==================== cmp_seq
===== config.mk =====
export PLATFORM = sky130hd
export DESIGN_NAME = cmp_seq
export DESIGN_NICKNAME = d
export VERILOG_FILES = /design/src/rtl/cmp_pkg.sv /design/src/rtl/comp4.sv /design/src/rtl/cmp_seq.sv
export SDC_FILE = /design/constraint.sdc
export NUM_CORES = 1
export LEC_CHECK = 0
export ABC_AREA = 1
export CELL_PAD_IN_SITES_DETAIL_PLACEMENT = 0
export CELL_PAD_IN_SITES_GLOBAL_PLACEMENT = 1
export CORE_MARGIN = 5
export CORE_UTILIZATION = 38
export DETAILED_ROUTE_END_ITERATION = 8
export PLACE_DENSITY = 0.9
export SYNTH_ARGS = -nofsm -noshare
export SYNTH_HDL_FRONTEND = slang
export SYNTH_SLANG_ARGS = --single-unit

===== constraint.sdc =====
create_clock -name clk -period 2.3 [get_ports clk]
set_input_delay 0.46 -clock clk [delete_from_list [all_inputs] [get_ports clk]]
set_output_delay 0.46 -clock clk [all_outputs]
set_load 0.02 [all_outputs]

===== src/rtl/cmp_pkg.sv =====
// rtl/cmp_pkg.sv - shared types for the sequenced magnitude comparator
package cmp_pkg;
  localparam int NIB_W = 4;

  typedef enum logic [1:0] {IDLE, SCAN, DONE} cmp_state_t;

  typedef struct packed {
    logic gt;
    logic lt;
    logic eq;
  } cmp_res_t;
endpackage


===== src/rtl/comp4.sv =====
// rtl/comp4.sv - 4-bit unsigned magnitude comparator cell
module comp4
  import cmp_pkg::*;
(
  input  logic [NIB_W-1:0] a,
  input  logic [NIB_W-1:0] b,
  output logic             gt,
  output logic             lt,
  output logic             eq
);
  assign gt = (a > b);
  assign lt = (a < b);
  assign eq = (a == b);
endmodule


===== src/rtl/cmp_seq.sv =====
// rtl/cmp_seq.sv - nibble-serial magnitude compare, MSB first with early exit
module cmp_seq
  import cmp_pkg::*;
#(
  parameter int WIDTH  = 8,
  parameter bit SIGNED = 1'b0
) (
  input  logic                                 clk,
  input  logic                                 rst_n,
  input  logic                                 in_valid,
  output logic                                 in_ready,
  input  logic [WIDTH-1:0]                     a,
  input  logic [WIDTH-1:0]                     b,
  output logic                                 out_valid,
  input  logic                                 out_ready,
  output logic                                 a_gt_b,
  output logic                                 a_lt_b,
  output logic                                 a_eq_b,
  output logic [$clog2(WIDTH/NIB_W+1)-1:0]     steps,
  output logic                                 busy
);
  localparam int N  = WIDTH / NIB_W;
  localparam int IW = (N > 1) ? $clog2(N) : 1;
  localparam int SW = $clog2(N + 1);

  if ((WIDTH % NIB_W) != 0 || WIDTH < NIB_W) begin : g_bad_width
    $error("cmp_seq: WIDTH must be a positive multiple of 4");
  end

  cmp_state_t       state, state_nx;
  logic [WIDTH-1:0] a_q, b_q;
  logic [IW-1:0]    idx;
  logic [SW-1:0]    steps_q;
  cmp_res_t         res;
  logic [NIB_W-1:0] nib_a, nib_b;
  logic             c_gt, c_lt, c_eq;

  // Signed compare: flipping the sign bit of the top nibble maps two's complement
  // onto offset binary, so the unsigned cell orders it correctly.
  always_comb begin
    nib_a = a_q[idx*NIB_W +: NIB_W];
    nib_b = b_q[idx*NIB_W +: NIB_W];
    if (SIGNED && idx == IW'(N - 1)) begin
      nib_a[NIB_W-1] = ~nib_a[NIB_W-1];
      nib_b[NIB_W-1] = ~nib_b[NIB_W-1];
    end
  end

  comp4 u_comp4 (
    .a  (nib_a),
    .b  (nib_b),
    .gt (c_gt),
    .lt (c_lt),
    .eq (c_eq)
  );

  always_ff @(posedge clk or negedge rst_n) begin
    if (!rst_n) state <= IDLE;
    else        state <= state_nx;
  end

  always_comb begin
    state_nx = state;
    case (state)
      IDLE:    if (in_valid) state_nx = SCAN;
      SCAN:    if (!c_eq || idx == '0) state_nx = DONE;
      DONE:    if (out_ready) state_nx = IDLE;
      default: state_nx = IDLE;
    endcase
  end

  always_ff @(posedge clk or negedge rst_n) begin
    if (!rst_n) begin
      a_q     <= '0;
      b_q     <= '0;
      idx     <= '0;
      steps_q <= '0;
      res     <= '0;
    end else begin
      case (state)
        IDLE: if (in_valid) begin
          a_q     <= a;
          b_q     <= b;
          idx     <= IW'(N - 1);
          steps_q <= '0;
        end
        SCAN: begin
          steps_q <= steps_q + SW'(1);
          if (!c_eq)            res <= cmp_res_t'{gt: c_gt, lt: c_lt, eq: 1'b0};
          else if (idx == '0)   res <= cmp_res_t'{gt: 1'b0, lt: 1'b0, eq: 1'b1};
          else                  idx <= idx - IW'(1);
        end
        default: ;
      endcase
    end
  end

  assign in_ready  = (state == IDLE);
  assign out_valid = (state == DONE);
  assign busy      = (state != IDLE);
  assign a_gt_b    = res.gt;
  assign a_lt_b    = res.lt;
  assign a_eq_b    = res.eq;
  assign steps     = steps_q;
endmodule


==================== fetch_stage
===== config.mk =====
export PLATFORM = sky130hd
export DESIGN_NAME = fetch_stage
export DESIGN_NICKNAME = d
export VERILOG_FILES = /design/src/rtl/fetch_stage.sv
export SDC_FILE = /design/constraint.sdc
export NUM_CORES = 1
export LEC_CHECK = 0
export CORE_MARGIN = 4
export CORE_UTILIZATION = 48
export CTS_CLUSTER_SIZE = 16
export DETAILED_ROUTE_END_ITERATION = 16
export GPL_TIMING_DRIVEN = 0
export PLACE_DENSITY = 0.87
export SETUP_SLACK_MARGIN = 0.2
export SLEW_MARGIN = 10
export SYNTH_ARGS = -nofsm -noshare
export SYNTH_HDL_FRONTEND = slang
export SYNTH_SLANG_ARGS = --single-unit

===== constraint.sdc =====
create_clock -name clk -period 2.7 [get_ports clk]
set_input_delay 0.81 -clock clk [delete_from_list [all_inputs] [get_ports clk]]
set_output_delay 0.81 -clock clk [all_outputs]
set_load 0.01 [all_outputs]

===== src/rtl/fetch_stage.sv =====
// ---------------------------------------------------------------------------
// fetch_stage
//   Instruction-fetch stage plus the IF/ID pipeline register of the 5-stage
//   MIPS pipeline. The PC register drives the instruction memory directly.
//   The instruction returned in the same cycle is captured into IF/ID
//   together with PC+4.
//
//   The PC is redirected in two cases: to the branch target for a taken
//   beq/bne that is resolved in ID, and to EXC_VECTOR for an
//   undefined-instruction trap. In both cases the wrong-path fetch is
//   replaced by NOP_INST. There is no branch delay slot.
//
// Ports
//   clk, rst        rising-edge clock, synchronous active-high reset
//   imem_addr       instruction-memory address (the PC register)
//   imem_data       instruction word for imem_addr, same cycle
//   Pipe_stall      hazard stall: hold PC and IF/ID
//   BranchCtl       01 = beq, 10 = bne, 00/11 = no branch
//   Equal           ID operand compare result
//   PCPlus4PlusOff  branch target computed in ID
//   UndefInst       instruction in ID is undefined
//   Inst, PCPlus4   IF/ID register contents
//   ifid_valid      IF/ID holds a real fetched instruction
//   EPC             PC of the last trapping instruction
//   StallCount      saturating count of stalled cycles
//   FlushCount      saturating count of flushes (taken branch or trap)
// ---------------------------------------------------------------------------
module fetch_stage #(
  parameter logic [31:0] RESET_PC   = 32'h0000_0000,
  parameter logic [31:0] EXC_VECTOR = 32'h0000_0080,
  parameter logic [31:0] NOP_INST   = 32'h0000_0000,
  parameter int          CNT_WIDTH  = 16
) (
  input  logic                 clk,
  input  logic                 rst,
  output logic [31:0]          imem_addr,
  input  logic [31:0]          imem_data,
  input  logic                 Pipe_stall,
  input  logic [1:0]           BranchCtl,
  input  logic                 Equal,
  input  logic [31:0]          PCPlus4PlusOff,
  input  logic                 UndefInst,
  output logic [31:0]          Inst,
  output logic [31:0]          PCPlus4,
  output logic                 ifid_valid,
  output logic [31:0]          EPC,
  output logic [CNT_WIDTH-1:0] StallCount,
  output logic [CNT_WIDTH-1:0] FlushCount
);

  // IF/ID qualifier semantics: ifid_valid=1 means Inst/PCPlus4 describe a
  // real fetched instruction that decode may act on. ifid_valid=0 marks an
  // inserted bubble (reset or flush). Decode never receives backpressure
  // through this register. Pipe_stall simply freezes both the register and
  // its qualifier.

  logic [31:0] pc;
  logic [31:0] pcNext;
  logic        taken;
  logic        trap;

  assign imem_addr = pc;

  // Sequential PC increment. The addition wraps modulo 2^32 by construction.
  assign pcNext = pc + 32'd4;

  // Branch resolution for the instruction in ID.
  always_comb begin
    taken = 1'b0;
    case (BranchCtl)
      2'b01:   taken = Equal;
      2'b10:   taken = ~Equal;
      default: taken = 1'b0;
    endcase
  end

  // An undefined opcode only traps if it belongs to a real instruction.
  // Bubbles and the all-zero reset word never trap.
  assign trap = UndefInst & ifid_valid;

  always_ff @(posedge clk) begin
    if (rst) begin
      pc         <= RESET_PC;
      Inst       <= NOP_INST;
      PCPlus4    <= 32'd0;
      ifid_valid <= 1'b0;
      EPC        <= 32'd0;
      StallCount <= '0;
      FlushCount <= '0;
    end else if (trap) begin
      // The trap wins over a stall. The trapping instruction leaves the
      // pipe, so there is nothing left for the stall to protect.
      // PCPlus4 keeps its old value.
      EPC        <= PCPlus4 - 32'd4;
      pc         <= EXC_VECTOR;
      Inst       <= NOP_INST;
      ifid_valid <= 1'b0;
      if (FlushCount != '1) FlushCount <= FlushCount + CNT_WIDTH'(1);
    end else if (Pipe_stall) begin
      // Everything holds. A branch waiting in ID resolves once the stall
      // drops, because its operands may still be in flight.
      if (StallCount != '1) StallCount <= StallCount + CNT_WIDTH'(1);
    end else if (taken) begin
      pc         <= PCPlus4PlusOff;
      Inst       <= NOP_INST;
      PCPlus4    <= pcNext;
      ifid_valid <= 1'b0;
      if (FlushCount != '1) FlushCount <= FlushCount + CNT_WIDTH'(1);
    end else begin
      pc         <= pcNext;
      Inst       <= imem_data;
      PCPlus4    <= pcNext;
      ifid_valid <= 1'b1;
    end
  end

endmodule


==================== ex_mem_stage
==> src/rtl/ex_mem_stage.sv <==
// Execute->memory pipeline boundary.
// Selects the result, resolves branches and jumps, issues a one-cycle PC
// redirect, and buffers beats in a main + skid pair toward the memory stage.
module ex_mem_stage #(
  parameter int DATA_WIDTH = 32,
  parameter int RD_WIDTH   = 5
) (
  input  logic                  clk,
  input  logic                  rst_n,
  input  logic                  flush_i,
  input  logic                  ex_valid_i,
  output logic                  ex_ready_o,
  input  logic [DATA_WIDTH-1:0] ex_alu_result_i,
  input  logic                  ex_alu_zero_i,
  input  logic [DATA_WIDTH-1:0] ex_store_data_i,
  input  logic [DATA_WIDTH-1:0] ex_pc_plus4_i,
  input  logic [DATA_WIDTH-1:0] ex_target_i,
  input  logic [RD_WIDTH-1:0]   ex_rd_i,
  input  logic                  ex_reg_write_i,
  input  logic                  ex_mem_read_i,
  input  logic                  ex_mem_write_i,
  input  logic                  ex_branch_i,
  input  logic                  ex_br_on_zero_i,
  input  logic                  ex_jump_i,
  input  logic                  ex_link_i,
  output logic                  mem_valid_o,
  input  logic                  mem_ready_i,
  output logic [DATA_WIDTH-1:0] mem_result_o,
  output logic [DATA_WIDTH-1:0] mem_store_data_o,
  output logic [RD_WIDTH-1:0]   mem_rd_o,
  output logic                  mem_reg_write_o,
  output logic                  mem_read_o,
  output logic                  mem_write_o,
  output logic                  redirect_o,
  output logic [DATA_WIDTH-1:0] redirect_pc_o,
  output logic                  fwd_valid_o,
  output logic [RD_WIDTH-1:0]   fwd_rd_o,
  output logic [DATA_WIDTH-1:0] fwd_data_o
);

  typedef enum logic {RUN, REDIR} state_t;

  typedef struct packed {
    logic [DATA_WIDTH-1:0] result;
    logic [DATA_WIDTH-1:0] store_data;
    logic [RD_WIDTH-1:0]   rd;
    logic                  reg_write;
    logic                  mem_read;
    logic                  mem_write;
  } entry_t;

  state_t state, state_nx;
  entry_t main_q, skid_q, beat;
  logic   main_valid, skid_valid;
  logic   accept, keep, drain, taken;

  // Beats accepted during REDIR are wrong-path and never enter the buffer.
  assign ex_ready_o = (state == REDIR) | ~skid_valid;
  assign accept     = ex_valid_i & ex_ready_o;
  assign keep       = accept & (state == RUN);
  assign drain      = main_valid & mem_ready_i;
  assign taken      = ex_jump_i | (ex_branch_i & (ex_alu_zero_i == ex_br_on_zero_i));

  // Pack the incoming beat with the selected result.
  always_comb begin
    beat            = '0;
    beat.result     = ex_link_i ? ex_pc_plus4_i : ex_alu_result_i;
    beat.store_data = ex_store_data_i;
    beat.rd         = ex_rd_i;
    beat.reg_write  = ex_reg_write_i;
    beat.mem_read   = ex_mem_read_i;
    beat.mem_write  = ex_mem_write_i;
  end

  // Main/skid buffer; flush dominates accept and drain.
  always_ff @(posedge clk or negedge rst_n) begin
    if (!rst_n) begin
      main_q     <= '0;
      skid_q     <= '0;
      main_valid <= 1'b0;
      skid_valid <= 1'b0;
    end else if (flush_i) begin
      main_valid <= 1'b0;
      skid_valid <= 1'b0;
    end else if (drain && skid_valid) begin
      // ex_ready_o is low in RUN while skid is full, so no beat competes here.
      main_q     <= skid_q;
      main_valid <= 1'b1;
      skid_valid <= 1'b0;
    end else if (keep && (!main_valid || drain)) begin
      main_q     <= beat;
      main_valid <= 1'b1;
    end else if (keep) begin
      skid_q     <= beat;
      skid_valid <= 1'b1;
    end else if (drain) begin
      main_valid <= 1'b0;
    end
  end

  // State register and redirect target capture.
  always_ff @(posedge clk or negedge rst_n) begin
    if (!rst_n) begin
      state         <= RUN;
      redirect_pc_o <= '0;
    end else begin
      state <= state_nx;
      if (!flush_i && keep && taken)
        redirect_pc_o <= {ex_target_i[DATA_WIDTH-1:1], 1'b0};
    end
  end

  // Next-state: one REDIR cycle per accepted taken beat unless flushed.
  always_comb begin
    state_nx = state;
    if (flush_i) begin
      state_nx = RUN;
    end else begin
      case (state)
        RUN:     if (keep && taken) state_nx = REDIR;
        REDIR:   state_nx = RUN;
        default: state_nx = RUN;
      endcase
    end
  end

  assign redirect_o       = (state == REDIR);
  assign mem_valid_o      = main_valid;
  assign mem_result_o     = main_q.result;
  assign mem_store_data_o = main_q.store_data;
  assign mem_rd_o         = main_q.rd;
  assign mem_reg_write_o  = main_q.reg_write;
  assign mem_read_o       = main_q.mem_read;
  assign mem_write_o      = main_q.mem_write;
  assign fwd_valid_o      = main_valid & main_q.reg_write & (main_q.rd != '0) & ~main_q.mem_read;
  assign fwd_rd_o         = main_q.rd;
  assign fwd_data_o       = main_q.result;

endmodule

==> config.mk <==
export PLATFORM = sky130hd
export DESIGN_NAME = ex_mem_stage
export DESIGN_NICKNAME = d
export VERILOG_FILES = /design/src/rtl/ex_mem_stage.sv
export SDC_FILE = /design/constraint.sdc
export NUM_CORES = 1
export LEC_CHECK = 0
export ABC_AREA = 1
export CORE_MARGIN = 1
export CORE_UTILIZATION = 40
export DETAILED_ROUTE_END_ITERATION = 8
export HOLD_SLACK_MARGIN = 0.03
export PLACE_DENSITY = 0.79
export SYNTH_ARGS = -nofsm -noshare
export SYNTH_HDL_FRONTEND = slang
export SYNTH_SLANG_ARGS = --single-unit
export TNS_END_PERCENT = 100
==> constraint.sdc <==
create_clock -name clk -period 1.5 [get_ports clk]
set_input_delay 0.15 -clock clk [delete_from_list [all_inputs] [get_ports clk]]
set_output_delay 0.15 -clock clk [all_outputs]
set_load 0.05 [all_outputs]
==================== bsg_tag_serial_tx
### src/rtl/bsg_tag_serial_tx.sv
// bsg_tag serial transmitter: master-reset sequence plus LSB-first packet shifter.
// Optional post-packet idle gap enabled by defining BSG_TAG_TX_IDLE_GAP_EN.
module bsg_tag_serial_tx #(
  parameter int els_p       = 32,
  parameter int lg_width_p  = 4,
  parameter int reset_len_p = 64,
  parameter int idle_gap_p  = 4,
  localparam int lg_els_lp  = $clog2(els_p),
  localparam int width_lp   = (1 << lg_width_p) - 1
) (
  input  logic                  clk_i,
  input  logic                  reset_i,
  input  logic                  master_reset_v_i,
  input  logic                  v_i,
  output logic                  ready_o,
  input  logic [lg_els_lp-1:0]  node_id_i,
  input  logic                  data_not_reset_i,
  input  logic [lg_width_p-1:0] len_i,
  input  logic [width_lp-1:0]   payload_i,
  output logic                  tag_data_o,
  output logic                  tag_en_o,
  output logic                  busy_o
);

  localparam int sr_w_lp    = lg_els_lp + 1 + lg_width_p + width_lp;
  localparam int hdr_lp     = 1 + lg_els_lp + lg_width_p;
  localparam int pkt_max_lp = 2 + lg_els_lp + lg_width_p + width_lp;
  localparam int big_lp     = (reset_len_p > pkt_max_lp) ? reset_len_p : pkt_max_lp;
  localparam int max_cnt_lp = (idle_gap_p > big_lp) ? idle_gap_p : big_lp;
  localparam int cnt_w_lp   = $clog2(max_cnt_lp + 1);
  // The IDLE cycle that follows GAP is the last zero cycle of the gap
  localparam int gap_ld_lp  = (idle_gap_p > 2) ? idle_gap_p - 2 : 0;

  localparam logic [1:0] ST_IDLE  = 2'd0;
  localparam logic [1:0] ST_MRST  = 2'd1;
  localparam logic [1:0] ST_SHIFT = 2'd2;
  localparam logic [1:0] ST_GAP   = 2'd3;

  logic [1:0]          r_state;
  logic [1:0]          w_end_state;
  logic [sr_w_lp-1:0]  r_sr;
  logic [cnt_w_lp-1:0] r_cnt;
  logic [cnt_w_lp-1:0] w_pkt_cnt;
  logic                r_data;
  logic                r_en;

  assign ready_o    = (r_state == ST_IDLE) & ~master_reset_v_i;
  assign busy_o     = (r_state != ST_IDLE);
  assign tag_data_o = r_data;
  assign tag_en_o   = r_en;
  assign w_pkt_cnt  = cnt_w_lp'(hdr_lp) + cnt_w_lp'(len_i);

  always_comb begin
    w_end_state = ST_IDLE;
`ifdef BSG_TAG_TX_IDLE_GAP_EN
    if (idle_gap_p > 1) w_end_state = ST_GAP;
`endif
  end

  always_ff @(posedge clk_i) begin
    if (reset_i) begin
      r_state <= ST_IDLE;
      r_sr    <= '0;
      r_cnt   <= '0;
      r_data  <= 1'b0;
      r_en    <= 1'b0;
    end else begin
      unique case (r_state)
        ST_IDLE: begin
          if (master_reset_v_i) begin
            r_state <= ST_MRST;
            r_cnt   <= cnt_w_lp'(reset_len_p - 1);
            r_data  <= 1'b1;
            r_en    <= 1'b1;
          end else if (v_i) begin
            r_state <= ST_SHIFT;
            r_sr    <= {payload_i, len_i, data_not_reset_i, node_id_i};
            r_cnt   <= w_pkt_cnt;
            r_data  <= 1'b1;
            r_en    <= 1'b1;
          end else begin
            r_data  <= 1'b0;
            r_en    <= 1'b0;
          end
        end
        ST_MRST: begin
          if (r_cnt == '0) begin
            r_state <= w_end_state;
            r_cnt   <= cnt_w_lp'(gap_ld_lp);
            r_data  <= 1'b0;
            r_en    <= 1'b0;
          end else begin
            r_cnt   <= r_cnt - 1'b1;
          end
        end
        ST_SHIFT: begin
          if (r_cnt == '0) begin
            r_state <= w_end_state;
            r_cnt   <= cnt_w_lp'(gap_ld_lp);
            r_data  <= 1'b0;
            r_en    <= 1'b0;
          end else begin
            r_data  <= r_sr[0];
            r_sr    <= r_sr >> 1;
            r_cnt   <= r_cnt - 1'b1;
          end
        end
        ST_GAP: begin
          if (r_cnt == '0) r_state <= ST_IDLE;
          else             r_cnt   <= r_cnt - 1'b1;
        end
        default: r_state <= ST_IDLE;
      endcase
    end
  end

endmodule

### config.mk
export PLATFORM = sky130hd
export DESIGN_NAME = bsg_tag_serial_tx
export DESIGN_NICKNAME = d
export VERILOG_FILES = /design/src/rtl/bsg_tag_serial_tx.sv
export SDC_FILE = /design/constraint.sdc
export NUM_CORES = 1
export LEC_CHECK = 0
export ABC_AREA = 1
export CORE_MARGIN = 5
export CORE_UTILIZATION = 45
export CTS_BUF_LIST = sky130_fd_sc_hd__clkbuf_8
export DETAILED_ROUTE_END_ITERATION = 8
export DONT_BUFFER_PORTS = 1
export PLACE_DENSITY = 0.58
export REMOVE_ABC_BUFFERS = 1
export SYNTH_ARGS = -nofsm -noshare
export SYNTH_HDL_FRONTEND = slang
export SYNTH_SLANG_ARGS = --single-unit
### constraint.sdc
create_clock -name clk_i -period 2 [get_ports clk_i]
set_clock_uncertainty 0.1 [all_clocks]
set_input_delay 0.4 -clock clk_i [delete_from_list [all_inputs] [get_ports clk_i]]
set_output_delay 0.4 -clock clk_i [all_outputs]
set_load 0.005 [all_outputs]
==================== demux_1to4_ctrl
==> src/rtl/demux_1to4_ctrl.sv <==
// demux_1to4_ctrl: byte-striping controller for the 1:4 DEMUX path.
// A serial byte stream is dealt round-robin onto lanes 0..3. Each group of four
// bytes is released on all lanes in a single cycle. A flush closes a partial group early.
// Optional feature macro DEMUX_SHORT_ERR_EN adds the short_err pulse and the
// saturating short_cnt counter for groups that were closed by a flush.

// Per-lane slice: holds one byte until its group is released, then drives the lane output.
module demux_1to4_lane #(
  parameter int DATA_W = 8
) (
  input  logic              clk,
  input  logic              reset,
  input  logic              cap,        // this lane takes data_in this cycle
  input  logic              emit,       // group released this cycle
  input  logic [DATA_W-1:0] data_in,
  output logic [DATA_W-1:0] data_out,
  output logic              valid_out,
  output logic              hold_valid
);
  logic [DATA_W-1:0] hold;

  // Capture into hold, or on emit bypass the in-flight byte straight to the output.
  // On emit, a lane that was never filled is driven to zero.
  always_ff @(posedge clk or negedge reset) begin
    if (!reset) begin
      hold       <= '0;
      hold_valid <= 1'b0;
      data_out   <= '0;
      valid_out  <= 1'b0;
    end else if (emit) begin
      data_out   <= cap ? data_in : (hold_valid ? hold : '0);
      valid_out  <= cap | hold_valid;
      hold_valid <= 1'b0;
    end else begin
      valid_out <= 1'b0;
      if (cap) begin
        hold       <= data_in;
        hold_valid <= 1'b1;
      end
    end
  end
endmodule

module demux_1to4_ctrl #(
  parameter int DATA_W = 8
) (
  input  logic              clk,
  input  logic              reset,
  input  logic [DATA_W-1:0] data_in,
  input  logic              valid_in,
  input  logic              flush,
  output logic [DATA_W-1:0] data_out0,
  output logic [DATA_W-1:0] data_out1,
  output logic [DATA_W-1:0] data_out2,
  output logic [DATA_W-1:0] data_out3,
  output logic              valid_out0,
  output logic              valid_out1,
  output logic              valid_out2,
  output logic              valid_out3,
  output logic              group_done,
`ifdef DEMUX_SHORT_ERR_EN
  output logic              short_err,
  output logic [7:0]        short_cnt,
`endif
  output logic [1:0]        lane_ptr
);
  localparam int NUM_LANES = 4;

  typedef enum logic [1:0] {S_L0, S_L1, S_L2, S_L3} state_t;

  state_t                             state_q, state_d;
  logic                               emit;
  logic [NUM_LANES-1:0]               cap;
  logic [NUM_LANES-1:0]               hv;
  logic [NUM_LANES-1:0]               lane_vld;
  logic [NUM_LANES-1:0][DATA_W-1:0]   lane_data;

  assign lane_ptr = state_q;

  // Lane pointer register.
  always_ff @(posedge clk or negedge reset) begin
    if (!reset) state_q <= S_L0;
    else        state_q <= state_d;
  end

  // Next lane and group-release decision. A byte arriving with a flush is included first.
  always_comb begin
    state_d = state_q;
    emit    = 1'b0;
    if (valid_in) begin
      emit = (state_q == S_L3) | flush;
      if (emit) state_d = S_L0;
      else begin
        case (state_q)
          S_L0:    state_d = S_L1;
          S_L1:    state_d = S_L2;
          S_L2:    state_d = S_L3;
          default: state_d = S_L0;
        endcase
      end
    end else if (flush && state_q != S_L0) begin
      emit    = 1'b1;
      state_d = S_L0;
    end
  end

  for (genvar i = 0; i < NUM_LANES; i++) begin : g_lane
    assign cap[i] = valid_in && (state_q == state_t'(2'(i)));
    demux_1to4_lane #(.DATA_W(DATA_W)) u_lane (
      .clk        (clk),
      .reset      (reset),
      .cap        (cap[i]),
      .emit       (emit),
      .data_in    (data_in),
      .data_out   (lane_data[i]),
      .valid_out  (lane_vld[i]),
      .hold_valid (hv[i])
    );
  end

  assign data_out0  = lane_data[0];
  assign data_out1  = lane_data[1];
  assign data_out2  = lane_data[2];
  assign data_out3  = lane_data[3];
  assign valid_out0 = lane_vld[0];
  assign valid_out1 = lane_vld[1];
  assign valid_out2 = lane_vld[2];
  assign valid_out3 = lane_vld[3];

  // group_done is registered alongside the lane outputs, so it pulses in the same cycle.
  always_ff @(posedge clk or negedge reset) begin
    if (!reset) group_done <= 1'b0;
    else        group_done <= emit;
  end

`ifdef DEMUX_SHORT_ERR_EN
  logic short_grp;
  assign short_grp = emit && !(&(hv | cap));

  // Flag groups that a flush closed with fewer than four lanes, and count them, saturating.
  always_ff @(posedge clk or negedge reset) begin
    if (!reset) begin
      short_err <= 1'b0;
      short_cnt <= '0;
    end else begin
      short_err <= short_grp;
      if (short_grp && short_cnt != 8'hFF) short_cnt <= short_cnt + 8'd1;
    end
  end
`endif
endmodule

==> config.mk <==
export PLATFORM = sky130hd
export DESIGN_NAME = demux_1to4_ctrl
export DESIGN_NICKNAME = d
export VERILOG_FILES = /design/src/rtl/demux_1to4_ctrl.sv
export SDC_FILE = /design/constraint.sdc
export NUM_CORES = 1
export LEC_CHECK = 0
export ABC_AREA = 1
export CAP_MARGIN = 20
export CORE_MARGIN = 1
export CORE_UTILIZATION = 35
export CTS_CLUSTER_SIZE = 24
export DETAILED_ROUTE_END_ITERATION = 10
export GPL_ROUTABILITY_DRIVEN = 0
export GPL_TIMING_DRIVEN = 0
export PLACE_DENSITY_LB_ADDON = 0.2
export SYNTH_ARGS = -nofsm -noshare
export SYNTH_HDL_FRONTEND = slang
export SYNTH_SLANG_ARGS = --single-unit
==> constraint.sdc <==
create_clock -name clk -period 1.5 [get_ports clk]
set_input_delay 0.225 -clock clk [delete_from_list [all_inputs] [get_ports clk]]
set_output_delay 0.225 -clock clk [all_outputs]
set_load 0.02 [all_outputs]
Figure 1. Gate families picked out (fetch_stage).
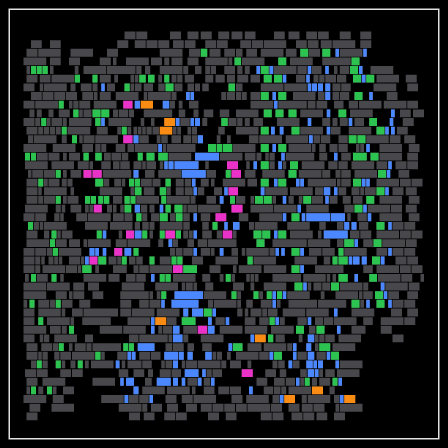
- blue: NOR gates (cells 177; most used nor2_1)
- orange: multiplexers (cells 8; most used mux2i_1)
- green: inverting AOI/OAI gates (cells 171; most used a21oi_1)
- magenta: AND-OR and OR-AND gates (cells 18; most used o31a_1)
combinational share of cell area: 0.385
dominant logic cell type in the layout: clkdlybuf4s50_1
Final Instance Count excl. Fillers: 1420

Figure 2. Sequential cells grouped by signal name (fetch_stage).
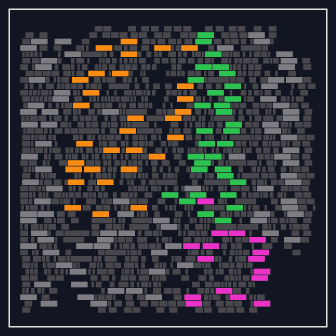
- magenta: `StallCount` (placed flops 16)
- green: `PCPlus4` (placed flops 32)
- orange: `imem_addr` (placed flops 30)

==> out/results.tsv, fetch_stage <==
metric	value	unit
edf_count	0	
p_clk	2.43	mW
cp-start-kind	primary input	
clk_share	0.0533	
drv_cap	0	
clk_pin_slew	0.07	ns
status	finished clean	
powerDensity	552	mW/mm2
gr-total-overflow	0	
clk_latency	0.43	ns
fp_util	0.498	
ys_sh_mux	0.0108	
post_cts_buffers	4	
fin_setup_tns	0	ns
p_sw_frac	0.282	
slew_headroom	0.228	
cts_inserted_buffers	17	
leakage	3.77	nW
postCtsResizedCells	21	
synthAoiAreaFrac	0.162	
ys_top_logic_family	simple AND/OR/NAND/NOR gates	
maxSlewViolCount	0	
bufAreaShareNonClock	0.241	
drtIter0Drc	846	
nFillCells	1237	
dr_wl_met3	2.81	mm
rows	45	
flop-count	161	
inv_count	12	
antenna_found_initial	0	
post-route-period-util	0.901	
post_dp_cell_area	0.0102	mm2
pwr-share-seq	0.432	
grt_max_degree	17	
num_vias	8166	
seq_share	0.293	
synth.avg_cell_area	8.17	um2
dieArea	0.0181	mm2
power	6.08	mW
dp_hpwl	19.6	mm
worst_setup_path_end_kind	register	
clock_skew	0.00840	ns
fetch_stage: cells in the mapped netlist, types with 9 or more instances:
cell	count	area share
a211oi_1	59	0.058
and3_1	9	0.0073
nand2_1	91	0.044
nand4_1	19	0.015
nor2_1	127	0.062
nand3_1	81	0.053
xnor2_1	40	0.046
buf_1	11	0.0054
or4_1	10	0.0098
nor4_1	13	0.011
clkbuf_1	49	0.024
xor2_1	36	0.041
a21oi_1	61	0.040
dfxtp_1	161	0.42
o21ai_0	19	0.012
inv_1	12	0.0059
nor3_1	24	0.016
fetch_stage: worst max-delay path, cell delays in order:
cell             delay (ns)
clkdlybuf4s50_1        0.62
nand2b_1               0.13
o22ai_2                0.30
buf_4                  0.26
clkbuf_4               0.25
nor4_1                 0.07
mux2i_1                0.20
nand3_1                0.09
fetch_stage: sequential cells by signal, indices dropped and copies added (netlist names), named ones only:
register    count
imem_addr      30
Inst           32
FlushCount     16
PCPlus4        32
ifid_valid      1
EPC            32
StallCount     16
fetch_stage: path summary, 6_finish.rpt:
path / endpoint / slack, ns / cells past startpoint
min reg2reg: Inst[22] / 0.46 / 2
max reg2reg: imem_addr[18] / 0.29 / 7
max: imem_addr[30] / 0.27 / 8
min: Inst[22] / 0.46 / 2
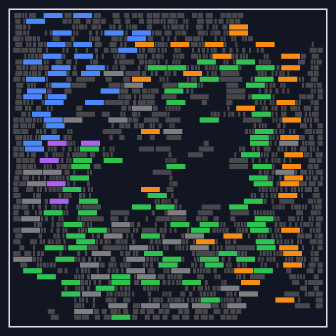
Figure 3: ex_mem_stage, sequential cells grouped by signal name.
- blue: `redirect_pc_o` (placed flops 31; where top left)
- orange: `fwd_data_o` (placed flops 32)
- purple: `fwd_rd_o` (placed flops 5; where left middle)
- green: `skid_q` (placed flops 72; where spread over the die)
- not coloured: 38

==> out/results.tsv, ex_mem_stage <==
metric	value	unit
status	finished with violations	
violations	setup timing	
top_level_ports	291	
comb_power_share	0.368	
drc	0	
cp.arrival	1.41	ns
grt_max_degree	53	
slew_headroom	0.573	
gp_congestion	0.790	
cts-root-buf	clkbuf_16	
critPathTopFamily	flip-flops	
grt_pass1_wl	39.0	mm
simple_gate_area_frac	0.359	
ys_sh_mux	0	
final_cells	1676	
post_cts_buffers	2	
max_freq	641	MHz
yosysTopAreaCell	dfrtp_1	
fin_crit	1.56	ns
final_hold_viol_count	0	
layout-drive-gt1-share	0.174	
crit_chain	nor3_2 > nand2_2 > nand4_1 > inv_1 > buf_6	
setup_viol	1	
fin_setup_tns	-0.0610	ns
crit_fanout	2	
dieArea	0.0219	mm2
dp_cells	1637	
pwr-share-seq	0.372	
setup_ws	-0.0610	ns
postSynthSeqShare	0.522	
routed_wl	24.4	mm
cp.required	1.35	ns
synth_top_area_share	0.522	
-- ex_mem_stage: layout make-up --
class | count | area, um2 | share of cell area
Clock inverter | 13 | 165 | 0.0135
Sequential cell | 178 | 4460 | 0.365
Tap cell | 275 | 344 | 0.0282
Clock buffer | 19 | 453 | 0.0371
Inverter | 36 | 135 | 0.0111
Multi-Input combinational cell | 813 | 3380 | 0.277
Timing Repair Buffer | 342 | 3280 | 0.268
-- ex_mem_stage: worst paths after layout --
kind,slack [ns],from,cells after the start,to
worst max-delay path,-0.06,fwd_rd_o[2],5,fwd_valid_o
max in group asynchronous,0.72,rst_n,3,mem_valid_o
worst max register to register,0.05,skid_valid,9,fwd_data_o[30]
worst min register to register,0.47,mem_store_data_o[23],2,mem_store_data_o[23]
worst min-delay path,0.20,rst_n,2,skid_q[30]
min in group clk,0.28,ex_target_i[1],3,redirect_pc_o[1]
-- ex_mem_stage: stage by stage --
| stage | power, mW | utilization |
|---|---|---|
| floorplan | 11.1 | - |
| global placement | 13.2 | 0.547 |
| detailed placement | 13.3 | 0.547 |
| CTS | 18.0 | 0.578 |
| global route | 18.8 | 0.583 |
| finish | 17.9 | 0.583 |
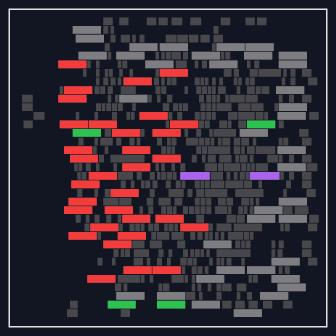
Figure 4: demux_1to4_ctrl, sequential cells grouped by signal name.
- red: `g_lane.u_lane.hold` (placed flops 32)
- purple: `lane_ptr` (placed flops 2)
- green: `g_lane.u_lane.valid_out` (placed flops 4)

==> out/results.tsv, demux_1to4_ctrl <==
metric	value	unit
cts-hold-fix-buffers	1	
syn_area	0.00337	mm2
ant_nets	0	
worst_setup_path_end_kind	register	
track_usage	0.195	
maxSlewViolCount	0	
crit_chain	inv_2 > ha_4 > inv_4 > nand3_4 > nand2_4 > buf_6 > buf_8 > nand2_1 > nand2_1	
tool_warnings	31	
synth.avg_cell_area	8.48	um2
die_w	100	um
multi_input_comb_cells	273	
area_delta_synth_final	35.8	%
met1Wirelength	4.26	mm
clock_skew	0.00531	ns
clock_buffers	9	
peakVddDrop	0.000581	V
clkPwrFrac	0.217	
top_usage_layer	met2	
seq_share	0.410	
clk_share	0.0486	
yosysTopAreaCell	dfrtp_1	
final_cells	613	
fin_crit	1.50	ns
inv_count	17	
worst_pin_slew	0.472	ns
p_int	4.94	mW
clk_latency	0.35	ns
reg2reg_depth	9	
dp_cells	578	
die_y	100	um
yosysWarnings	0	
gr-usage-met2	0.297	
wl_met2	4.28	mm
final_util	0.493	
seqCellArea	0.00188	mm2
cp-start-kind	register	
status	finished clean	
clk_pin_slew	0.08	ns
post_dp_cell_area	0.00406	mm2
setup_ws	0.00471	ns
ys_cells	398	
finalInstanceArea	0.00458	mm2
firstDrtPassIters	7	
fp_util	0.363	
ys_sh_mux	0	
ys_sh_adder	0.0148	
fin_setup_tns	0	ns
[demux_1to4_ctrl: power by group through the flow]
stage / Sequential, mW / Clock (mW) / Combinational (mW)
final: 3.05 / 1.74 / 3.23
after global routing: 3.13 / 1.86 / 3.53
after CTS: 3.05 / 1.77 / 2.94
after detailed placement: 3.10 / 0 / 2.86
after global placement: 3.09 / 0 / 2.82
after floorplan: 3.40 / 0 / 1.37
[demux_1to4_ctrl: worst paths after layout]
| check | from | end | slack (ns) |
|---|---|---|---|
| setup / recovery | lane_ptr[0] | g_lane[2].u_lane.data_out[1] | 0.005 |
| hold / removal | reset | g_lane[1].u_lane.valid_out | 0.36 |
| setup reg to reg | lane_ptr[0] | g_lane[2].u_lane.data_out[1] | 0.005 |
| hold reg to reg | g_lane[3].u_lane.hold[4] | g_lane[3].u_lane.hold[4] | 0.46 |
| max in group asynchronous | reset | g_lane[0].u_lane.hold[1] | 0.57 |
| min in group clk | g_lane[3].u_lane.hold[4] | g_lane[3].u_lane.hold[4] | 0.46 |
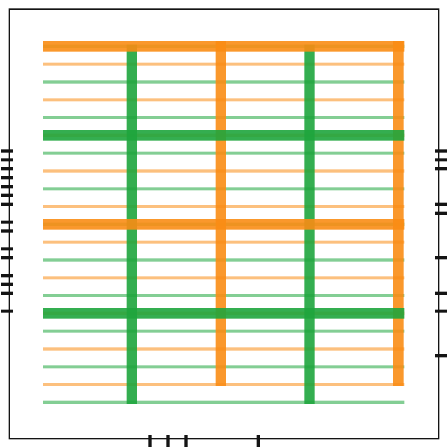
Figure 5: cmp_seq, power grid.
Pins as bars on the die edge.
- green: VSS
- orange: VDD
- rows: 20
- met4 straps: 4
- met1 rails: 21
Die X-Extent: 65.4 um
Core Box Area: 0.00300 mm2
Die Y: 65.4 um

==> out/results.tsv, cmp_seq <==
metric	value	unit
status	finished clean	
synthAoiAreaFrac	0.0558	
slew_headroom	0.727	
cts-hold-fix-buffers	0	
ys_top_logic_family	simple AND/OR/NAND/NOR gates	
seqCellArea	601	um2
worst-path-buf-inv	2	
met3_usage	0.0291	
dp_hpwl	1.86	mm
comb-cell-share	0.328	
dp_cells	197	
top_layer_used	met4	
simple_gate_area_frac	0.294	
htree_num_levels	1	
cts_tree	yes	
layout.non_clock_buffers	30	
drc	0	
tool_warnings	26	
cp.arrival	1.56	ns
yosysWarnings	0	
multi_input_comb_cells	99	
rows	20	
fin_crit	2.02	ns
crit_fanout	3	
clock_skew	0.00642	ns
crit_slowest_cell	clkdlybuf4s50_1	
hp-class	register to register	
nFillCells	316	
track_usage	0.119	
synth.avg_cell_area	8.39	um2
crit_chain	inv_1 > nor2_1 > clkdlybuf4s50_1	
top_usage_layer	met2	
syn_area	0.00117	mm2
post_cts_buffers	0	
ant_nets	0	
wl_per_cell	11.5	um
ys_cells	139	
port_buffers	27	
tap_cells	33	
synth_top_area_share	0.515	
clk_latency	0.30	ns
clk_pin_slew	0.12	ns
top_cells_by_count	nand2_1, dfrtp_1, nand3_1, inv_1	
cp.required	1.84	ns
## cmp_seq: registers in the layout, summed over array words and instances, names as in the netlist
register / cells
steps: 2
state: 2
a_lt_b: 1
idx: 1
b_q: 8
a_eq_b: 1
a_q: 8
a_gt_b: 1
## cmp_seq: worst paths after layout
path | end | slack, ns | cells after the start
min in group asynchronous | state[0] | 0.50 | 2
max | out_valid | 0.28 | 3
min reg2reg | b_q[5] | 0.48 | 2
max reg2reg | idx | 0.60 | 9
min | b_q[5] | 0.48 | 2
max in group asynchronous | b_q[7] | 1.57 | 2
## cmp_seq: layout by cell type, fill, tap and decap left out, drive strengths merged
master and count:
clkdlybuf4s50 27, nor2 7, clkbuf 3, inv 11, o21ai 6, dfrtp 24, mux2i 3, o211ai 1
a21oi 4, ha 4, nand2 55, buf 3, nand3 19
## cmp_seq: power breakdown
part           internal (mW)  total (mW)  switching (mW)
Sequential             0.615       0.745           0.129
Clock                 0.0610       0.172           0.111
Combinational          0.402       0.949           0.547
## cmp_seq: kinds of logic after synthesis
group                    Yosys count
flip-flops                        24
AND-OR/OR-AND                     11
adder cells (fa/ha/maj)            4
AND/OR/NAND/NOR                   81
buffers and inverters             16
multiplexers                       3
Figure 6. Sequential cells grouped by signal name (bsg_tag_serial_tx).
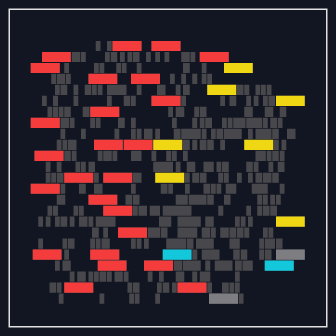
- yellow: `r_cnt` (placed flops 7)
- red: `r_sr` (placed flops 25)
- cyan: `r_state` (placed flops 2)
- not coloured: 2
fraction of area in registers: 0.325
Reg area: 721 um2
final core utilization: 0.499
seq pwr: 848 uW

==> out/results.tsv, bsg_tag_serial_tx <==
metric	value	unit
routed_wl	4.83	mm
worst-path-buf-inv	3	
status	finished clean	
clk_latency	0.29	ns
clk_pin_slew	0.08	ns
leakage	1.03	nW
antenna_found_initial	0	
worst-path-stages	4	
cp-endpoint	busy_o	
p_comb	453	uW
p_int	1.23	mW
syn_area	0.00210	mm2
clkPwrFrac	0.290	
crit_start	r_state[0]	
met1Wirelength	2.25	mm
crit_path_max_incr_delay	0.40	ns
-- bsg_tag_serial_tx: layout by cell type (no fill, tap or decap) --
cell type  synthesis  routed
or2_2              1       1
inv_2              7       7
o21ai_4            1       1
clkbuf_8           0       6
inv_1             14      16
a21oi_2            1       1
nand2_4            1       1
o21ai_0           10      10
o21ai_2            1       1
nor2_1            37      37
nor2_2            21      21
nor2_4             1       1
inv_6              0       1
a211oi_1           1       1
o211ai_1           1       1
nand3_1           15      15
nand2_1          107     107
a21oi_1           16      16
xor2_1             1       1
ha_1               6       6
buf_12             0       1
nand4_1            2       2
dfxtp_1           36      36
nand2_2            4       4
buf_4              2       6
o21bai_2           1       1
o21ai_1           19      19
o21bai_1           1       1
-- bsg_tag_serial_tx: metal layers --
metal,vias up,global-route usage
met2,32,0.280
met3,7,0.0515
li1,1013,-
met4,0,0.0594
met1,838,0.205
met5,-,0
-- bsg_tag_serial_tx: final cells by class --
class,instances,area share
Inverter,22,0.0395
Sequential cell,36,0.325
Tap cell,52,0.0293
Timing Repair Buffer,7,0.0293
Clock inverter,2,0.00338
Multi-Input combinational cell,248,0.536
Clock buffer,6,0.0372

## Gallery

Clock routing.
shot_01.png
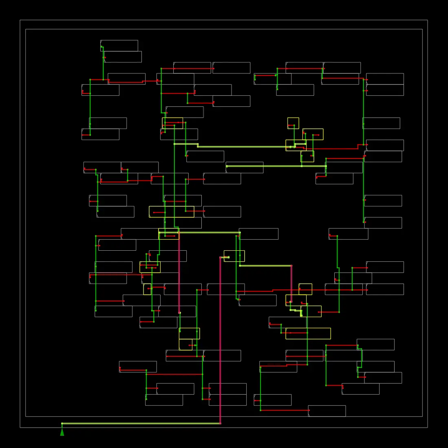
shot_02.png
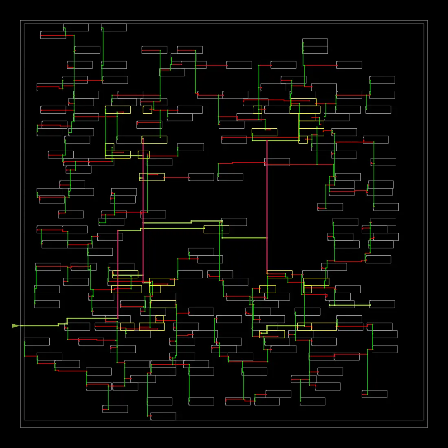
shot_03.png
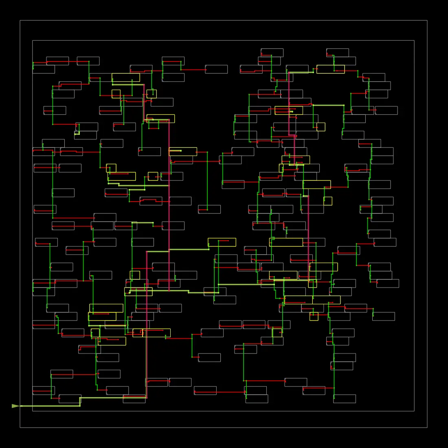
shot_04.png
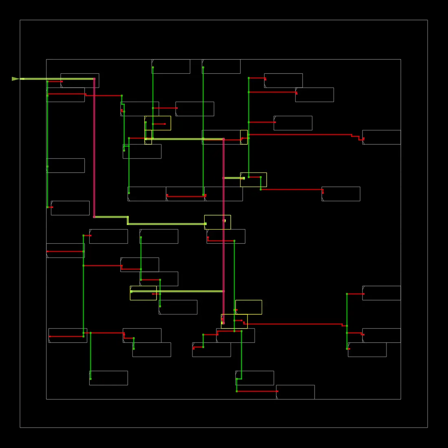
- shot_02.png = ex_mem_stage
- shot_01.png = demux_1to4_ctrl
- shot_04.png = bsg_tag_serial_tx
- shot_03.png = fetch_stage
- fewest sequential cells: shot_04.png
- fewest clock buffers: shot_04.png


==================== input_port_buffer_flat
Figure 7. Gate families picked out (input_port_buffer_flat).
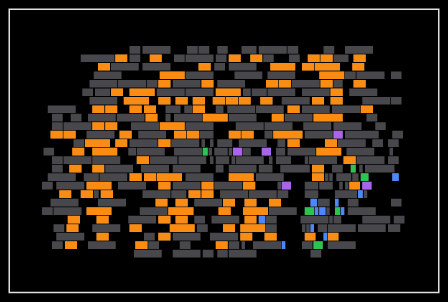
$ cat config.mk
export PLATFORM = sky130hd
export DESIGN_NAME = input_port_buffer_flat
export DESIGN_NICKNAME = d
export VERILOG_FILES = /design/src/rtl/input_port_buffer_pkg.sv /design/src/rtl/input_port_buffer_if.sv /design/src/rtl/input_port_buffer_flit_fifo.sv /design/src/rtl/input_port_buffer.sv /design/src/flat_wrapper.sv
export SDC_FILE = /design/constraint.sdc
export NUM_CORES = 1
export LEC_CHECK = 0
export CAP_MARGIN = 10
export CORE_ASPECT_RATIO = 0.6
export CORE_MARGIN = 10
export CORE_UTILIZATION = 55
export CTS_BUF_LIST = sky130_fd_sc_hd__clkbuf_4 sky130_fd_sc_hd__clkbuf_8
export DETAILED_ROUTE_END_ITERATION = 8
export PLACE_DENSITY = 0.81
export SLEW_MARGIN = 40
export SYNTH_ARGS = -nofsm -noshare
export SYNTH_HDL_FRONTEND = slang
export SYNTH_HIERARCHICAL = 1
export SYNTH_SLANG_ARGS = --single-unit
export TNS_END_PERCENT = 10
$ cat constraint.sdc
create_clock -name clk -period 4.2 [get_ports clk]
set_input_delay 0.63 -clock clk [delete_from_list [all_inputs] [get_ports clk]]
set_output_delay 0.63 -clock clk [all_outputs]
set_load 0.01 [all_outputs]
$ cat src/rtl/input_port_buffer_pkg.sv
// Shared types for the router input port: flit layout, output port encoding,
// buffer FSM states and the XY routing rule.
package input_port_buffer_pkg;

  localparam int DEF_MESH_SIZE_X = 4;
  localparam int DEF_MESH_SIZE_Y = 4;
  localparam int X_DES_W         = $clog2(DEF_MESH_SIZE_X);
  localparam int Y_DES_W         = $clog2(DEF_MESH_SIZE_Y);
  localparam int PAYLOAD_W       = 16;

  typedef enum logic [1:0] {
    HEAD     = 2'd0,
    BODY     = 2'd1,
    TAIL     = 2'd2,
    HEADTAIL = 2'd3
  } flit_Data_Label;

  typedef struct packed {
    logic [X_DES_W-1:0] x_Dest;
    logic [Y_DES_W-1:0] y_Dest;
  } packet_Head;

  typedef struct packed {
    flit_Data_Label        label;
    packet_Head            head;
    logic [PAYLOAD_W-1:0]  payload;
  } flit_Data;

  localparam int FLIT_W = $bits(flit_Data);

  typedef enum logic [2:0] {
    LOCAL = 3'd0,
    NORTH = 3'd1,
    SOUTH = 3'd2,
    EAST  = 3'd3,
    WEST  = 3'd4
  } port_Dir;

  typedef enum logic {
    IDLE   = 1'b0,
    ROUTED = 1'b1
  } buf_state_e;

  function automatic logic is_head(flit_Data_Label l);
    return (l == HEAD) || (l == HEADTAIL);
  endfunction

  // Dimension-ordered routing: resolve X completely before moving in Y.
  function automatic port_Dir xy_route(packet_Head h,
                                       logic [X_DES_W-1:0] cur_x,
                                       logic [Y_DES_W-1:0] cur_y);
    if (h.x_Dest > cur_x)      return EAST;
    else if (h.x_Dest < cur_x) return WEST;
    else if (h.y_Dest > cur_y) return NORTH;
    else if (h.y_Dest < cur_y) return SOUTH;
    else                       return LOCAL;
  endfunction

endpackage

$ cat src/rtl/input_port_buffer_if.sv
// Upstream and allocator-side handshake of one router input port.
interface input_port_buffer_if;

  logic                                valid_In;
  input_port_buffer_pkg::flit_Data     flit_In;
  logic                                ready_Out;
  logic                                valid_Out;
  input_port_buffer_pkg::flit_Data     flit_Out;
  input_port_buffer_pkg::port_Dir      route_Out;
  logic                                ready_In;
  logic                                error_Out;

  modport slave (
    input  valid_In, flit_In, ready_In,
    output ready_Out, valid_Out, flit_Out, route_Out, error_Out
  );

  modport master (
    output valid_In, flit_In, ready_In,
    input  ready_Out, valid_Out, flit_Out, route_Out, error_Out
  );

endinterface

$ cat src/rtl/input_port_buffer_flit_fifo.sv
// Power-of-two flit FIFO with naturally wrapping pointers and a registered
// full flag, so the upstream ready never depends on this cycle's pop.
module flit_fifo #(
  parameter int DEPTH = 4,
  parameter int WIDTH = 22
) (
  input  logic             clk,
  input  logic             rst_n,
  input  logic             push_i,
  input  logic             pop_i,
  input  logic [WIDTH-1:0] wdata_i,
  output logic [WIDTH-1:0] rdata_o,
  output logic             empty_o,
  output logic             full_o
);

  localparam int PTR_W = $clog2(DEPTH);
  localparam logic [PTR_W:0] FULL_COUNT = (PTR_W + 1)'(DEPTH);

  logic [WIDTH-1:0] mem_q [DEPTH];
  logic [PTR_W-1:0] rd_ptr_q, wr_ptr_q;
  logic [PTR_W:0]   count_q, count_d;
  logic             full_q;

  // NOTE: every variable gets a value before any branch, otherwise a latch is inferred.
  always_comb begin
    count_d = count_q;
    case ({push_i, pop_i})
      2'b10:   count_d = count_q + 1'b1;
      2'b01:   count_d = count_q - 1'b1;
      default: count_d = count_q;
    endcase
  end

  // NOTE: the storage is reset too, so flit_Out reads all-zero straight out of reset.
  always_ff @(posedge clk or negedge rst_n) begin
    if (!rst_n) begin
      for (int i = 0; i < DEPTH; i++) mem_q[i] <= '0;
      rd_ptr_q <= '0;
      wr_ptr_q <= '0;
      count_q  <= '0;
      full_q   <= 1'b1;
    end else begin
      // NOTE: non-blocking assignments so every register samples pre-edge values.
      if (push_i) begin
        mem_q[wr_ptr_q] <= wdata_i;
        wr_ptr_q        <= wr_ptr_q + 1'b1;
      end
      if (pop_i) rd_ptr_q <= rd_ptr_q + 1'b1;
      count_q <= count_d;
      full_q  <= (count_d == FULL_COUNT);
    end
  end

  assign rdata_o = mem_q[rd_ptr_q];
  assign empty_o = (count_q == '0);
  assign full_o  = full_q;

endmodule

$ cat src/rtl/input_port_buffer.sv
// Router input stage: buffers flits, computes the XY output port from each
// head flit and holds it for the remainder of the packet.
module input_port_buffer
  import input_port_buffer_pkg::*;
#(
  parameter int BUFFER_DEPTH = 4,
  parameter int MESH_SIZE_X  = DEF_MESH_SIZE_X,
  parameter int MESH_SIZE_Y  = DEF_MESH_SIZE_Y,
  parameter int CUR_X        = 0,
  parameter int CUR_Y        = 0
) (
  input logic                 clk,
  input logic                 rst_n,
  input_port_buffer_if.slave  bus
);

  localparam logic [X_DES_W-1:0] CUR_X_L = X_DES_W'(CUR_X % MESH_SIZE_X);
  localparam logic [Y_DES_W-1:0] CUR_Y_L = Y_DES_W'(CUR_Y % MESH_SIZE_Y);

  flit_Data   front;
  logic       empty, full;
  logic       push, pop, discard, valid, front_is_head;
  port_Dir    xy_dir, route_q, route_d;
  buf_state_e state_q, state_d;
  logic       err_q, err_d;

  flit_fifo #(.DEPTH(BUFFER_DEPTH), .WIDTH(FLIT_W)) u_fifo (
    .clk     (clk),
    .rst_n   (rst_n),
    .push_i  (push),
    .pop_i   (pop || discard),
    .wdata_i (bus.flit_In),
    .rdata_o (front),
    .empty_o (empty),
    .full_o  (full)
  );

  assign front_is_head = is_head(front.label);
  assign xy_dir        = xy_route(front.head, CUR_X_L, CUR_Y_L);
  assign push          = bus.valid_In && !full;
  assign valid         = !empty && ((state_q == ROUTED) || front_is_head);
  assign pop           = valid && bus.ready_In;
  // A body/tail with no open packet is never offered; it is dropped here.
  assign discard       = !empty && (state_q == IDLE) && !front_is_head;

  always_comb begin
    state_d = state_q;
    route_d = route_q;
    err_d   = discard;
    if (pop) begin
      case (state_q)
        IDLE: begin
          if (front.label == HEAD) begin
            state_d = ROUTED;
            route_d = xy_dir;
          end
        end
        ROUTED: begin
          // A head inside an open packet closes it and is flagged.
          if (front_is_head) begin
            err_d   = 1'b1;
            state_d = IDLE;
          end else if (front.label == TAIL) begin
            state_d = IDLE;
          end
        end
        default: state_d = IDLE;
      endcase
    end
  end

  always_ff @(posedge clk or negedge rst_n) begin
    if (!rst_n) begin
      state_q <= IDLE;
      route_q <= LOCAL;
      err_q   <= 1'b0;
    end else begin
      state_q <= state_d;
      route_q <= route_d;
      err_q   <= err_d;
    end
  end

  assign bus.ready_Out = !full;
  assign bus.valid_Out = valid;
  assign bus.flit_Out  = front;
  assign bus.route_Out = (state_q == ROUTED) ? route_q : (valid ? xy_dir : LOCAL);
  assign bus.error_Out = err_q;

endmodule

$ cat src/flat_wrapper.sv
// flat-port wrapper written by rule: the top's interface ports become plain ports
module input_port_buffer_flat import input_port_buffer_pkg::*;
#(
  parameter int BUFFER_DEPTH = 4,
  parameter int MESH_SIZE_X  = DEF_MESH_SIZE_X,
  parameter int MESH_SIZE_Y  = DEF_MESH_SIZE_Y,
  parameter int CUR_X        = 0,
  parameter int CUR_Y        = 0
)
  (clk, rst_n, bus_valid_In, bus_flit_In, bus_ready_In, bus_ready_Out, bus_valid_Out, bus_flit_Out, bus_route_Out, bus_error_Out);
  input_port_buffer_if bus_i ();
  input logic clk;
  input logic rst_n;
  input wire logic [$bits(bus_i.valid_In)-1:0] bus_valid_In;
  input wire logic [$bits(bus_i.flit_In)-1:0] bus_flit_In;
  input wire logic [$bits(bus_i.ready_In)-1:0] bus_ready_In;
  output wire logic [$bits(bus_i.ready_Out)-1:0] bus_ready_Out;
  output wire logic [$bits(bus_i.valid_Out)-1:0] bus_valid_Out;
  output wire logic [$bits(bus_i.flit_Out)-1:0] bus_flit_Out;
  output wire logic [$bits(bus_i.route_Out)-1:0] bus_route_Out;
  output wire logic [$bits(bus_i.error_Out)-1:0] bus_error_Out;
  assign bus_i.valid_In = bus_valid_In;
  assign bus_i.flit_In = bus_flit_In;
  assign bus_i.ready_In = bus_ready_In;
  assign bus_ready_Out = bus_i.ready_Out;
  assign bus_valid_Out = bus_i.valid_Out;
  assign bus_flit_Out = bus_i.flit_Out;
  assign bus_route_Out = bus_i.route_Out;
  assign bus_error_Out = bus_i.error_Out;
  input_port_buffer #(.BUFFER_DEPTH(BUFFER_DEPTH), .MESH_SIZE_X(MESH_SIZE_X), .MESH_SIZE_Y(MESH_SIZE_Y), .CUR_X(CUR_X), .CUR_Y(CUR_Y)) u_core (.clk(clk), .rst_n(rst_n), .bus(bus_i));
endmodule
==> out/results.tsv <==
metric	value	unit
via_per_inst	5.59	
track_usage	0.154	
clk_pin_slew	0.09	ns
post-route-period-util	0.857	
cts_tree	yes	
top_cell	dfrtp_1	
reg2reg_to	u_core/u_fifo/full_o	
synth_chip_area	0.00453	mm2
pwr-share-seq	0.363	
n_antenna_cell	0	
p_sw_frac	0.326	
worst-path-buf-inv	2	
p_comb	2.36	mW
p_clk	678	uW
fin_crit	3.60	ns
clk_latency	0.37	ns
synth.avg_cell_area	15.9	um2
worst-path-stages	5	
ys_async_sr_fraction	1.00	
cp-endpoint	bus_route_Out[0]	
peakVddDrop	0.000502	V
crit_slowest_cell	dfrtp_2	
status	finished clean	
postSynthSeqShare	0.553	
p_seq	1.74	mW
dp_cells	436	
finalInstanceArea	0.00533	mm2
drtIter0Drc	119	
ys_cells	284	
largest_reg_flops	88	
topCellsByArea	dfrtp_1, mux2_2, mux4_2	
syn_inst	284	
grt_max_degree	74	
ant_nets	0	
synth.distinct_cells	30	
final_util	0.671	
cp-start-kind	register	
p_int	3.22	mW
port_buffers	52	
area_delta_synth_final	17.7	%
final_hold_viol_count	0	
critPathTopFamily	buffers and inverters	
power-top-group	combinational cells	
fin_setup_tns	0	ns
gr-total-overflow	0	
setup_ws	0.600	ns
top_register	u_core/u_fifo/mem_q	
cts-root-buf	clkbuf_8	
crit_start	u_core/u_fifo/rd_ptr_q[0]	
fin_hold_ws	0.238	ns
clock_skew	0.00566	ns
dr_wl_met3	500	um
leakage	2.28	nW
maxSlewViolCount	0	
drv_cap	0	
About Figure 7:
- orange: multiplexers (cells 113; most used mux2_2)
- green: inverting AOI/OAI gates (cells 6)
- purple: XOR/XNOR gates (cells 5; most used xor2_1)
- blue: NOR gates (cells 11; most used nor2_1)
dominant logic cell type in the layout: dfrtp_1
Final Instance Count excl. Fillers: 452
combinational share of cell area: 0.345

==> worst register-to-register path, stage by stage, from the launching register on <==
cell and delay [ns]:
dfrtp_2 0.58, mux4_2 0.60, inv_1 0.09, ha_1 0.19, nor2b_1 0.23, nor2_1 0.07
nor2_1 0.22, ha_1 0.26, inv_1 0.07, fa_1 0.40, xor2_1 0.17, or3_1 0.33
a211oi_1 0.24
==> final cells by class <==
class	instances	area (um2)
Tap cell	108	135
Multi-Input combinational cell	157	1840
Inverter	11	41.3
Sequential cell	100	2500
Clock buffer	10	138
Clock inverter	6	87.6
Fill cell	564	2620
Timing Repair Buffer	60	582
==> layer usage <==
layer  GRT usage  vias to the layer above
li1            -                     1136
met1       0.204                     1328
met4      0.0455                        0
met2       0.230                       55
met5           0                        -
met3      0.0578                        9
==> logic make-up (layout without fill, tap and decap cells) <==
group	Yosys count	after routing	synth area share
adder cells (fa/ha/maj)	8	8	0.0238
flip-flops	100	100	0.553
buffers and inverters	27	87	0.0404
multiplexers	113	113	0.337
AND/OR/NAND/NOR	23	23	0.0249
XOR/XNOR	5	5	0.00968
other	1	1	0.000829
AND-OR/OR-AND	7	7	0.0105


==> screenshots <==
Gate families picked out.
panel A
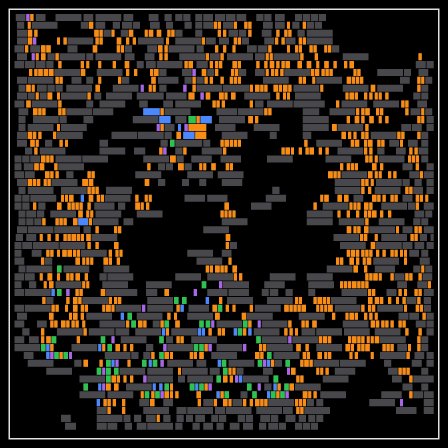
panel B
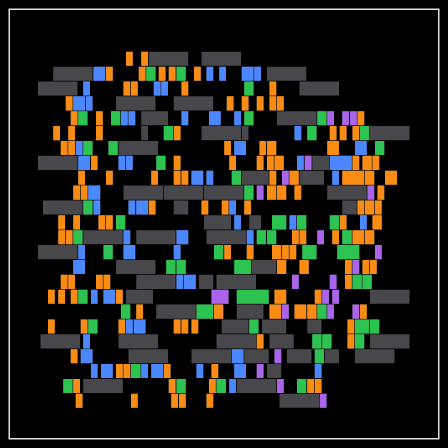
panel C
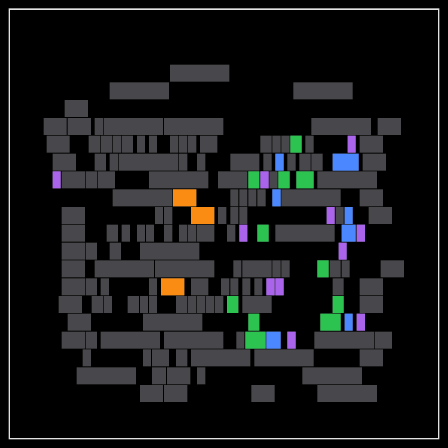
panel D
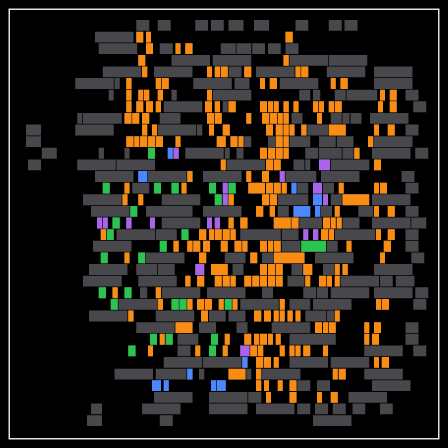
panel A -> ex_mem_stage
panel B -> bsg_tag_serial_tx
panel C -> cmp_seq
panel D -> demux_1to4_ctrl

Key to panel D:
- orange: NAND gates (cells 231; most used nand2_1)
- purple: inverters (cells 17; most used inv_1)
- blue: NOR gates (cells 12; most used nor2_1)
- green: inverting AOI/OAI gates (cells 26)

Power and IR drop assume default switching activity.
